# block 1

Block 1, routed metal, one color a layer:
Scale: 2 px per um. Only two layers are drawn.
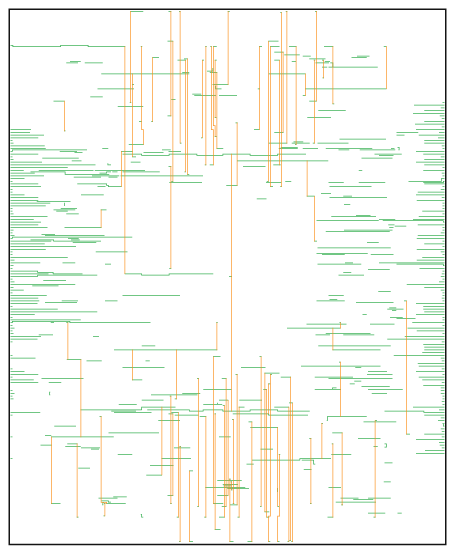

`config.mk`:
```
export PLATFORM = sky130hd
export DESIGN_NAME = expand_a_ctrl
export DESIGN_NICKNAME = d
export VERILOG_FILES = /design/src/rtl/dilithium_pkg.sv /design/src/rtl/expand_a_ctrl.sv
export SDC_FILE = /design/constraint.sdc
export NUM_CORES = 1
export LEC_CHECK = 0
export ABC_AREA = 0
export CAP_MARGIN = 20
export CORE_ASPECT_RATIO = 1.25
export CORE_MARGIN = 10
export CORE_UTILIZATION = 50
export DETAILED_ROUTE_END_ITERATION = 10
export GPL_ROUTABILITY_DRIVEN = 0
export PLACE_DENSITY_LB_ADDON = 0.15
export SETUP_SLACK_MARGIN = 0.2
export SLEW_MARGIN = 20
export SYNTH_ARGS = -nofsm -noshare
export SYNTH_HDL_FRONTEND = slang
export SYNTH_SLANG_ARGS = --single-unit
```
`constraint.sdc`:
```
create_clock -name clk -period 3.1 [get_ports clk]
set_clock_uncertainty 0.2 [all_clocks]
set_input_delay 0.62 -clock clk [delete_from_list [all_inputs] [get_ports clk]]
set_output_delay 0.62 -clock clk [all_outputs]
set_load 0.05 [all_outputs]
```
`src/rtl/dilithium_pkg.sv`:
```
// Shared ML-DSA constants, parameter sets and the ExpandA sequencer state type.
package dilithium_pkg;

    localparam int unsigned Q         = 8380417;
    localparam int unsigned N         = 256;
    localparam int unsigned RHO_BITS  = 256;
    localparam int unsigned SEED_BITS = RHO_BITS + 16;

    // Matrix dimensions (rows K, columns L) per ML-DSA parameter set
    localparam int unsigned MLDSA44_K = 4;
    localparam int unsigned MLDSA44_L = 4;
    localparam int unsigned MLDSA65_K = 6;
    localparam int unsigned MLDSA65_L = 5;
    localparam int unsigned MLDSA87_K = 8;
    localparam int unsigned MLDSA87_L = 7;

    typedef enum logic [2:0] {
        EA_IDLE   = 3'd0,
        EA_INIT   = 3'd1,
        EA_LAUNCH = 3'd2,
        EA_WAIT   = 3'd3,
        EA_ADV    = 3'd4,
        EA_FIN    = 3'd5
    } expand_a_state_e;

    // Sampler seed rho || s || r, byte i at bits 8i+7:8i
    function automatic logic [SEED_BITS-1:0] expand_a_seed(
        input logic [RHO_BITS-1:0] rho,
        input logic [3:0]          r,
        input logic [3:0]          s
    );
        return {8'(r), 8'(s), rho};
    endfunction

endpackage

```
`src/rtl/expand_a_ctrl.sv`:
```
// ExpandA sequencer: walks (r,s) over the k_dim x l_dim matrix, re-initialising
// SHAKE128 and launching the rejection sampler once per polynomial.
module expand_a_ctrl
    import dilithium_pkg::*;
#(
    parameter int unsigned K                = MLDSA87_K,
    parameter int unsigned L                = MLDSA87_L,
    parameter int unsigned SHAKE_RST_CYCLES = 2,
    parameter int unsigned TIMEOUT_CYCLES   = 65535
) (
    input  logic                 clk,
    input  logic                 rst,
    input  logic                 start,
    input  logic [RHO_BITS-1:0]  rho,
    input  logic [3:0]           k_dim,
    input  logic [3:0]           l_dim,
    output logic                 busy,
    output logic                 done,
    output logic                 error,
    output logic                 shake_init,
    output logic                 poly_start,
    output logic [SEED_BITS-1:0] poly_seed,
    output logic [3:0]           poly_k,
    output logic [3:0]           poly_l,
    input  logic                 poly_done
);

    localparam int unsigned WD_W = $clog2(TIMEOUT_CYCLES + 1);
    localparam int unsigned IC_W = $clog2(SHAKE_RST_CYCLES + 1);

    localparam logic [WD_W-1:0] WD_LAST = WD_W'(TIMEOUT_CYCLES - 1);
    localparam logic [WD_W-1:0] WD_MAX  = {WD_W{1'b1}};
    localparam logic [IC_W-1:0] IC_LAST = IC_W'(SHAKE_RST_CYCLES - 1);

    expand_a_state_e      state, state_nxt;
    logic [RHO_BITS-1:0]  rho_q, rho_nxt;
    logic [3:0]           kd_q, kd_nxt;
    logic [3:0]           ld_q, ld_nxt;
    logic [3:0]           r_q, r_nxt;
    logic [3:0]           s_q, s_nxt;
    logic [WD_W-1:0]      wd_q, wd_nxt;
    logic [IC_W-1:0]      ic_q, ic_nxt;

    logic                 busy_nxt, done_nxt, error_nxt;
    logic                 shake_init_nxt, poly_start_nxt;
    logic [SEED_BITS-1:0] poly_seed_nxt;
    logic [3:0]           poly_k_nxt, poly_l_nxt;

    logic                 dims_ok_c;

    assign dims_ok_c = (k_dim != 4'd0) && (k_dim <= 4'(K)) &&
                       (l_dim != 4'd0) && (l_dim <= 4'(L));

    // State, counters and all outputs registered
    always_ff @(posedge clk) begin
        if (rst) begin
            state      <= EA_IDLE;
            rho_q      <= '0;
            kd_q       <= '0;
            ld_q       <= '0;
            r_q        <= '0;
            s_q        <= '0;
            wd_q       <= '0;
            ic_q       <= '0;
            busy       <= 1'b0;
            done       <= 1'b0;
            error      <= 1'b0;
            shake_init <= 1'b0;
            poly_start <= 1'b0;
            poly_seed  <= '0;
            poly_k     <= '0;
            poly_l     <= '0;
        end else begin
            state      <= state_nxt;
            rho_q      <= rho_nxt;
            kd_q       <= kd_nxt;
            ld_q       <= ld_nxt;
            r_q        <= r_nxt;
            s_q        <= s_nxt;
            wd_q       <= wd_nxt;
            ic_q       <= ic_nxt;
            busy       <= busy_nxt;
            done       <= done_nxt;
            error      <= error_nxt;
            shake_init <= shake_init_nxt;
            poly_start <= poly_start_nxt;
            poly_seed  <= poly_seed_nxt;
            poly_k     <= poly_k_nxt;
            poly_l     <= poly_l_nxt;
        end
    end

    // Next-state and next-output logic; seed/indices are loaded on every entry to INIT
    always_comb begin
        state_nxt      = state;
        rho_nxt        = rho_q;
        kd_nxt         = kd_q;
        ld_nxt         = ld_q;
        r_nxt          = r_q;
        s_nxt          = s_q;
        wd_nxt         = wd_q;
        ic_nxt         = ic_q;
        busy_nxt       = busy;
        done_nxt       = 1'b0;
        error_nxt      = 1'b0;
        shake_init_nxt = shake_init;
        poly_start_nxt = 1'b0;
        poly_seed_nxt  = poly_seed;
        poly_k_nxt     = poly_k;
        poly_l_nxt     = poly_l;

        case (state)
            EA_IDLE: begin
                shake_init_nxt = 1'b0;
                if (start) begin
                    if (dims_ok_c) begin
                        rho_nxt        = rho;
                        kd_nxt         = k_dim;
                        ld_nxt         = l_dim;
                        r_nxt          = 4'd0;
                        s_nxt          = 4'd0;
                        ic_nxt         = '0;
                        busy_nxt       = 1'b1;
                        shake_init_nxt = 1'b1;
                        poly_seed_nxt  = expand_a_seed(rho, 4'd0, 4'd0);
                        poly_k_nxt     = 4'd0;
                        poly_l_nxt     = 4'd0;
                        state_nxt      = EA_INIT;
                    end else begin
                        error_nxt = 1'b1;
                    end
                end
            end

            EA_INIT: begin
                ic_nxt = ic_q + IC_W'(1);
                if (ic_q == IC_LAST) begin
                    shake_init_nxt = 1'b0;
                    poly_start_nxt = 1'b1;
                    wd_nxt         = '0;
                    state_nxt      = EA_LAUNCH;
                end
            end

            EA_LAUNCH: begin
                wd_nxt    = wd_q + WD_W'(1);
                state_nxt = EA_WAIT;
            end

            EA_WAIT: begin
                if (poly_done) begin
                    state_nxt = EA_ADV;
                end else if (wd_q == WD_LAST) begin
                    error_nxt = 1'b1;
                    busy_nxt  = 1'b0;
                    state_nxt = EA_IDLE;
                end else if (wd_q != WD_MAX) begin
                    wd_nxt = wd_q + WD_W'(1);
                end
            end

            EA_ADV: begin
                if (s_q == ld_q - 4'd1 && r_q == kd_q - 4'd1) begin
                    done_nxt  = 1'b1;
                    busy_nxt  = 1'b0;
                    state_nxt = EA_FIN;
                end else begin
                    if (s_q == ld_q - 4'd1) begin
                        s_nxt = 4'd0;
                        r_nxt = r_q + 4'd1;
                    end else begin
                        s_nxt = s_q + 4'd1;
                    end
                    ic_nxt         = '0;
                    shake_init_nxt = 1'b1;
                    poly_seed_nxt  = expand_a_seed(rho_q, r_nxt, s_nxt);
                    poly_k_nxt     = r_nxt;
                    poly_l_nxt     = s_nxt;
                    state_nxt      = EA_INIT;
                end
            end

            EA_FIN: begin
                state_nxt = EA_IDLE;
            end

            default: begin
                busy_nxt  = 1'b0;
                state_nxt = EA_IDLE;
            end
        endcase
    end

endmodule

```
# block 2

File: config.mk
export PLATFORM = sky130hd
export DESIGN_NAME = maxnet_controller
export DESIGN_NICKNAME = d
export VERILOG_FILES = /design/src/rtl/maxnet_controller.sv
export SDC_FILE = /design/constraint.sdc
export NUM_CORES = 1
export LEC_CHECK = 0
export ABC_AREA = 0
export CAP_MARGIN = 20
export CORE_MARGIN = 2
export CORE_UTILIZATION = 50
export CTS_CLUSTER_DIAMETER = 200
export DETAILED_ROUTE_END_ITERATION = 8
export PLACE_DENSITY = 0.69
export SLEW_MARGIN = 20
export SYNTH_ARGS = -nofsm -noshare
export SYNTH_HDL_FRONTEND = slang
export SYNTH_SLANG_ARGS = --single-unit
File: constraint.sdc
create_clock -name clk -period 12.6 [get_ports clk]
set_clock_uncertainty 0.15 [all_clocks]
set_input_delay 2.52 -clock clk [delete_from_list [all_inputs] [get_ports clk]]
set_output_delay 2.52 -clock clk [all_outputs]
set_load 0.02 [all_outputs]
File: src/rtl/maxnet_controller.sv
// maxnet_controller: sequences one 4-neuron MaxNet competition with a single shared MAC
module maxnet_controller #(
  parameter int N        = 4,
  parameter int WIDTH    = 5,
  parameter int MAX_ITER = 15
) (
  input  logic             clk,
  input  logic             rst,
  input  logic             start,
  output logic [1:0]       x_addr,
  input  logic [WIDTH-1:0] x_data,
  output logic [3:0]       w_addr,
  input  logic [WIDTH-1:0] w_data,
  output logic             busy,
  output logic             done,
  output logic             winner_valid,
  output logic [1:0]       winner_idx,
  output logic [WIDTH-1:0] winner_val,
  output logic [3:0]       iter_count,
  output logic             timeout
);
  typedef enum logic [2:0] {IDLE, LOAD, MAC, UPDATE, FINISH} state_t;
  state_t                  state_q;
  logic [1:0]              x_addr_q;
  logic [3:0]              w_addr_q;
  logic [3:0]              iter_q;
  logic                    busy_q, done_q, valid_q, timeout_q;
  logic [1:0]              idx_q;
  logic [WIDTH-1:0]        val_q;
  logic signed [WIDTH-1:0] a_q [N];
  logic signed [WIDTH-1:0] s_q [N];
  logic signed [11:0]      acc_q, acc_d, prod_x, shift_d;
  logic signed [2*WIDTH-1:0] prod_d;
  logic [WIDTH-1:0]        relu_d;
  logic [2:0]              nz_d;
  logic [1:0]              win_d;
  logic [1:0]              i, j;
  assign i = w_addr_q[3:2];
  assign j = w_addr_q[1:0];
  assign prod_d  = $signed(w_data) * a_q[j];
  assign prod_x  = {{2{prod_d[2*WIDTH-1]}}, prod_d};
  assign acc_d   = (j == 2'd0 ? 12'sd0 : acc_q) + prod_x;
  assign shift_d = acc_d >>> 3;
  // ReLU then saturate to the largest positive Q2.3 value
  assign relu_d  = shift_d[11] ? '0 : (|shift_d[10:4]) ? 5'd15 : {1'b0, shift_d[3:0]};
  // The shadow buffer holds the next activations, so termination and winner come from it
  always_comb begin
    nz_d  = '0;
    win_d = '0;
    for (int k = 0; k < N; k++) begin
      nz_d = nz_d + ((s_q[k] != '0) ? 3'd1 : 3'd0);
      if (s_q[k] > s_q[win_d]) win_d = 2'(k);
    end
  end
  always_ff @(posedge clk) begin
    if (rst) begin
      state_q   <= IDLE;
      x_addr_q  <= '0;
      w_addr_q  <= '0;
      acc_q     <= '0;
      a_q       <= '{default: '0};
      s_q       <= '{default: '0};
      iter_q    <= '0;
      busy_q    <= 1'b0;
      done_q    <= 1'b0;
      valid_q   <= 1'b0;
      timeout_q <= 1'b0;
      idx_q     <= '0;
      val_q     <= '0;
    end else begin
      done_q <= 1'b0;
      case (state_q)
        IDLE: if (start) begin
          state_q   <= LOAD;
          busy_q    <= 1'b1;
          iter_q    <= '0;
          timeout_q <= 1'b0;
          x_addr_q  <= '0;
          w_addr_q  <= '0;
        end
        LOAD: begin
          a_q[x_addr_q] <= x_data;
          x_addr_q      <= x_addr_q + 2'd1;
          if (x_addr_q == 2'd3) state_q <= MAC;
        end
        MAC: begin
          acc_q    <= acc_d;
          w_addr_q <= w_addr_q + 4'd1;
          if (j == 2'd3) s_q[i] <= relu_d;
          if (w_addr_q == 4'd15) state_q <= UPDATE;
        end
        UPDATE: begin
          a_q    <= s_q;
          iter_q <= iter_q + 4'd1;
          if (nz_d <= 3'd1 || iter_q + 4'd1 == 4'(MAX_ITER)) begin
            state_q   <= FINISH;
            timeout_q <= nz_d > 3'd1;
            busy_q    <= 1'b0;
            done_q    <= 1'b1;
            valid_q   <= nz_d == 3'd1;
            idx_q     <= win_d;
            val_q     <= s_q[win_d];
          end else begin
            state_q <= MAC;
          end
        end
        default: state_q <= IDLE;
      endcase
    end
  end
  assign x_addr       = x_addr_q;
  assign w_addr       = w_addr_q;
  assign busy         = busy_q;
  assign done         = done_q;
  assign winner_valid = valid_q;
  assign winner_idx   = idx_q;
  assign winner_val   = val_q;
  assign iter_count   = iter_q;
  assign timeout      = timeout_q;
endmodule

# block 3

==> src/rtl/serial_receive.sv <==
// 8N1 serial receiver: 2-flop synchronized input, mid-bit sampling FSM and a
// one-entry output buffer with a valid/ready handshake, framing and overrun pulses.
module serial_receive #(
  parameter int CLKS_PER_BIT = 4,
  parameter int MSB_FIRST    = 1
) (
  input  logic       clk,
  input  logic       rst_n,
  input  logic       rx,
  output logic [7:0] data_out,
  output logic       data_valid,
  input  logic       data_ready,
  output logic       frame_err,
  output logic       overrun,
  output logic       busy
);

  localparam int CW = $clog2(CLKS_PER_BIT) + 1;
  localparam logic [CW-1:0] CNT_ZERO = {CW{1'b0}};
  localparam logic [CW-1:0] CNT_ONE  = {{(CW-1){1'b0}}, 1'b1};
  localparam logic [CW-1:0] HALF_M1  = CW'(CLKS_PER_BIT / 2 - 1);
  localparam logic [CW-1:0] BIT_M1   = CW'(CLKS_PER_BIT - 1);

  typedef enum logic [2:0] {
    IDLE      = 3'd0,
    START     = 3'd1,
    DATA      = 3'd2,
    STOP      = 3'd3,
    WAIT_HIGH = 3'd4
  } state_t;

  logic          rx_meta_r;
  logic          rx_sync_r;
  logic          rx_s;
  state_t        state_r,      state_nx_s;
  logic [CW-1:0] cnt_r,        cnt_nx_s;
  logic [2:0]    bit_idx_r,    bit_idx_nx_s;
  logic [7:0]    shift_r,      shift_nx_s;
  logic [7:0]    data_out_r,   data_out_nx_s;
  logic          data_valid_r, data_valid_nx_s;
  logic          frame_err_r,  frame_err_nx_s;
  logic          overrun_r,    overrun_nx_s;
  logic          busy_r;

  assign rx_s = rx_sync_r;

  // Two-flop synchronizer for the asynchronous serial line; idles high.
  always_ff @(posedge clk or negedge rst_n) begin
    if (!rst_n) begin
      rx_meta_r <= 1'b1;
      rx_sync_r <= 1'b1;
    end else begin
      rx_meta_r <= rx;
      rx_sync_r <= rx_meta_r;
    end
  end

  // Receiver state, counters, shift register and registered outputs.
  always_ff @(posedge clk or negedge rst_n) begin
    if (!rst_n) begin
      state_r      <= IDLE;
      cnt_r        <= CNT_ZERO;
      bit_idx_r    <= 3'd0;
      shift_r      <= 8'h00;
      data_out_r   <= 8'h00;
      data_valid_r <= 1'b0;
      frame_err_r  <= 1'b0;
      overrun_r    <= 1'b0;
      busy_r       <= 1'b0;
    end else begin
      state_r      <= state_nx_s;
      cnt_r        <= cnt_nx_s;
      bit_idx_r    <= bit_idx_nx_s;
      shift_r      <= shift_nx_s;
      data_out_r   <= data_out_nx_s;
      data_valid_r <= data_valid_nx_s;
      frame_err_r  <= frame_err_nx_s;
      overrun_r    <= overrun_nx_s;
      busy_r       <= (state_nx_s != IDLE);
    end
  end

  // Next-state, sampling and delivery decisions.
  always_comb begin
    state_nx_s      = state_r;
    cnt_nx_s        = cnt_r + CNT_ONE;
    bit_idx_nx_s    = bit_idx_r;
    shift_nx_s      = shift_r;
    data_out_nx_s   = data_out_r;
    data_valid_nx_s = data_valid_r & ~data_ready;
    frame_err_nx_s  = 1'b0;
    overrun_nx_s    = 1'b0;
    case (state_r)
      IDLE: begin
        cnt_nx_s = CNT_ZERO;
        if (!rx_s) begin
          state_nx_s = START;
        end else begin
          state_nx_s = IDLE;
        end
      end
      START: begin
        if (cnt_r == HALF_M1) begin
          cnt_nx_s     = CNT_ZERO;
          bit_idx_nx_s = 3'd0;
          if (!rx_s) begin
            state_nx_s = DATA;
          end else begin
            state_nx_s = IDLE;
          end
        end else begin
          state_nx_s = START;
        end
      end
      DATA: begin
        if (cnt_r == BIT_M1) begin
          cnt_nx_s = CNT_ZERO;
          if (MSB_FIRST != 0) begin
            shift_nx_s = {shift_r[6:0], rx_s};
          end else begin
            shift_nx_s = {rx_s, shift_r[7:1]};
          end
          if (bit_idx_r == 3'd7) begin
            state_nx_s = STOP;
          end else begin
            bit_idx_nx_s = bit_idx_r + 3'd1;
          end
        end else begin
          state_nx_s = DATA;
        end
      end
      STOP: begin
        if (cnt_r == BIT_M1) begin
          cnt_nx_s = CNT_ZERO;
          if (rx_s) begin
            state_nx_s = IDLE;
            // A consumer taking the old byte on this edge frees room for the new one.
            if (!data_valid_r || data_ready) begin
              data_out_nx_s   = shift_r;
              data_valid_nx_s = 1'b1;
            end else begin
              overrun_nx_s = 1'b1;
            end
          end else begin
            frame_err_nx_s = 1'b1;
            state_nx_s     = WAIT_HIGH;
          end
        end else begin
          state_nx_s = STOP;
        end
      end
      WAIT_HIGH: begin
        cnt_nx_s = CNT_ZERO;
        if (rx_s) begin
          state_nx_s = IDLE;
        end else begin
          state_nx_s = WAIT_HIGH;
        end
      end
      default: begin
        state_nx_s = IDLE;
        cnt_nx_s   = CNT_ZERO;
      end
    endcase
  end

  assign data_out   = data_out_r;
  assign data_valid = data_valid_r;
  assign frame_err  = frame_err_r;
  assign overrun    = overrun_r;
  assign busy       = busy_r;

endmodule
==> config.mk <==
export PLATFORM = sky130hd
export DESIGN_NAME = serial_receive
export DESIGN_NICKNAME = d
export VERILOG_FILES = /design/src/rtl/serial_receive.sv
export SDC_FILE = /design/constraint.sdc
export NUM_CORES = 1
export LEC_CHECK = 0
export ABC_AREA = 1
export CELL_PAD_IN_SITES_DETAIL_PLACEMENT = 0
export CELL_PAD_IN_SITES_GLOBAL_PLACEMENT = 1
export CORE_ASPECT_RATIO = 1.25
export CORE_MARGIN = 2
export CORE_UTILIZATION = 45
export DETAILED_ROUTE_END_ITERATION = 16
export PLACE_DENSITY = 0.8
export RECOVER_POWER = 50
export SLEW_MARGIN = 40
export SYNTH_ARGS = -nofsm -noshare
export SYNTH_HDL_FRONTEND = slang
export SYNTH_SLANG_ARGS = --single-unit
==> constraint.sdc <==
create_clock -name clk -period 2.9 [get_ports clk]
set_input_delay 0.87 -clock clk [delete_from_list [all_inputs] [get_ports clk]]
set_output_delay 0.87 -clock clk [all_outputs]
set_load 0.01 [all_outputs]
Block 1, routing congestion:
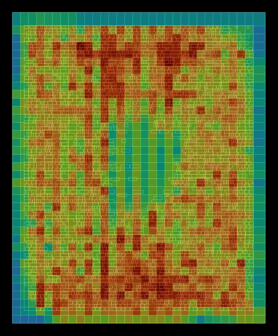
final core area utilization: 67.1%
GR peak layer: met2
combined global-route utilization of all metal layers: 26.4%

About 'routed metal, one color a layer' of block 1:
metal 4: marked orange, wire length 3870 um. metal 3: marked green, wire length 5380 um.
vias after detailed routing: 23300
final routed wire length divided by cell count: 20.6 um
post-detailed-routing wire length: 81.9 mm

==> results.txt, block 1 <==
The implementation run finished. The final layout reports a setup TNS of 0 ns. The flow ran to the end, and the final reports show no timing, DRC or antenna violations. The synthesized netlist has a Yosys-reported chip area of 0.0244 mm2. Count of placed standard cells in the final layout, fillers left out landed at 3972. Number of standard cells reported by yosys landed at 2891. In this run the worst setup path terminates at poly_seed[265]. Prior to clock tree synthesis, the placed netlist has a worst setup slack of -0.170 ns. Area fraction of the dominant cell type after synthesis landed at 45.5%. Number of inserted diodes landed at 6.

The synthesis run shows multiplexers occupying 0% of the cell area. Power spent charging and discharging nets landed at 4910 uW. Looking at the post-CTS report, the setup buffer insertion count equals 0. Of the total synthesized cell area, the portion taken by XOR and XNOR cells is 0.832%.

Grouping non-sequential cells by family puts the most area in AND-OR/OR-AND gates. The worst setup path is captured at a primary output. In this run the critical register-to-register path is captured at poly_seed[142].
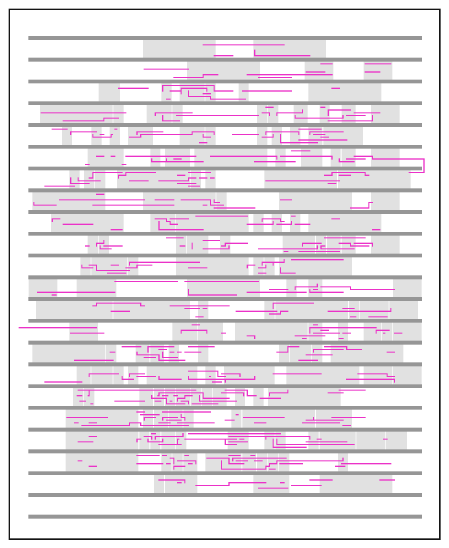
Block 3: M1 wires
Scale: 8 px per um. Supply wires on this layer in gray.
153 nets have wire on it. The longest straight run is 14.7 um. The wires run mostly horizontal. The layer carries 1040 um of wire. The layer holds 48% of the routed length.
post-detailed-routing wire length: 2.18 mm
fraction of met1 tracks used by global routing: 20.0%
vias after detailed routing: 968

==> results.txt, block 3 <==
The implementation run finished. Complex-gate fraction of the synthesized area landed at 8.84%. For reference, the placement row count at floorplan is 22. I/O pin total landed at 16. Clock-cell share of area landed at 4.21%. Ranked by total cell area, the synthesized netlist is headed by dfrtp_1 52%, nand2_1 10%, ha_1 5.4%, inv_1 5.4%, dfstp_2 3.8%. Worst-case reg-to-reg path depth landed at 8.

Summed over all nets, the switching power comes to 476 uW. After synthesis the cells add up to 0.00139 mm2. Looking at the max-slew report, the worst-margin pin has a slew of 0.436 ns. Maximum number of pins on one net before global-route repair landed at 32.

Number of non-clock buffers in the layout landed at 16. The root buffer cell chosen for the clock tree is clkbuf_4. Minimum clock period after layout landed at 2.09 ns. The min-delay analysis places its worst path in the category register to register.

The flow ran to the end, and the final reports show no timing, DRC or antenna violations. For reference, the final report shows the max-slew violation count at 0. STA classifies the critical path endpoint as a primary output.

Met3 demand-to-capacity share in global routing landed at 4.75%. H-tree depth reported by CTS landed at 2. Post-route clock skew landed at 0.00657 ns. The floorplan step set the die height to 66.1 um.

The script extracted a total leakage power of 0.000840 uW. Setup slack after layout landed at 0.812 ns. Multiplexer fraction of the synthesized cell area landed at 0%. Global routing usage on met2 landed at 22.5%.
Block 2, met4 routing:
Scale: 4 px per um. Supply wires on this layer in gray.
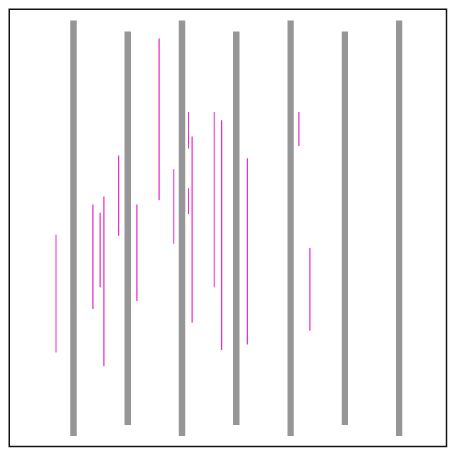
The layer holds 3.4% of the routed length. The longest straight run is 57.1 um. The layer carries 454 um of wire. The wires run mostly vertical.
vias after detailed routing: 4635
post-detailed-routing wire length: 13.4 mm

Block 2, routing congestion:
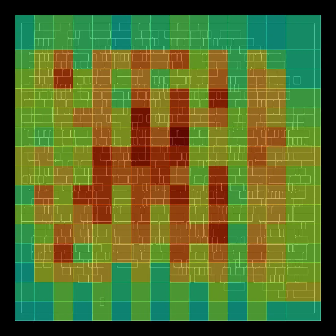
combined global-route utilization of all metal layers: 23.9%
fraction of met1 tracks used by global routing: 30.2%

==> results.txt, block 2 <==
The implementation run finished. In this run, post-CTS hold repair placed 0 buffers. The power report puts the net switching power at 198 uW. According to the floorplan log, the row count is 38. The final antenna diode tally reported by the flow is 0.

Standard cell area after detailed placement landed at 0.00591 mm2. The detailed router reports a met3 wire length of 726 um. Core footprint landed at 0.0108 mm2. Registers take 0.00142 mm2.

The run finished with clean final reports. For this run, the number of standard cells in the final layout without fillers is 792. After detailed routing, the average wire length per cell comes to 16.9 um. Part of the total power dissipated in the clock network landed at 32.6%.

Number of flip-flops under the largest register name landed at 20. Measured on the final layout, the clock distribution area share stands at 3.36%. Clock sink total landed at 71. The highest layer touched by signal routing is met4. The synthesized netlist was found by Yosys to have 627 cells.

Multiplexer fraction of the synthesized cell area landed at 2.79%. Maximum fanout count along the critical path landed at 5. Minimum clock period after layout landed at 7.51 ns. STA shows the worst min-delay path finishing at acc_q[3].


==> screenshots <==
Register map, names as in the netlist.
panel A
Scale: 8 px per um. Other sequential cells in the stronger gray, the rest of the logic in the fainter gray.
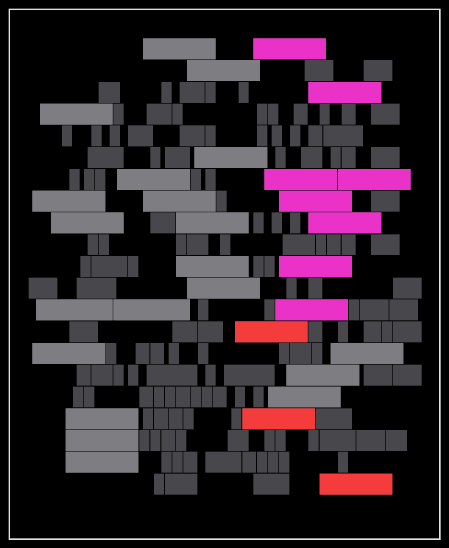
panel B
Scale: 2 px per um. Other sequential cells in the stronger gray, the rest of the logic in the fainter gray.
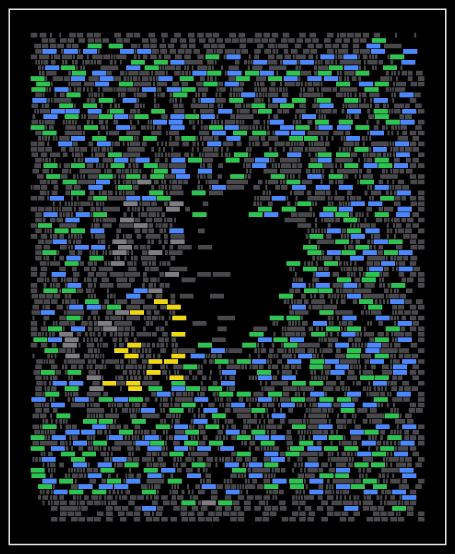
panel C
Scale: 4 px per um. Other sequential cells in the stronger gray, the rest of the logic in the fainter gray.
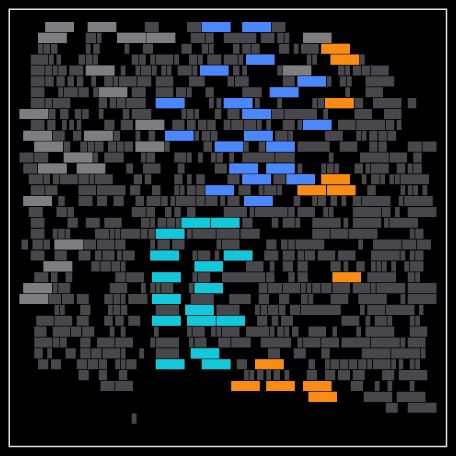
block 1 -> panel B
block 3 -> panel A
block 2 -> panel C
The one with the most sequential cells is panel B.
The one with the fewest sequential cells is panel A.

Key to panel A:
`cnt_r`: marked red, flops 3. `data_out`: marked magenta, flops 8.

Power figures rest on the tool's default switching activity, not on a simulated workload.
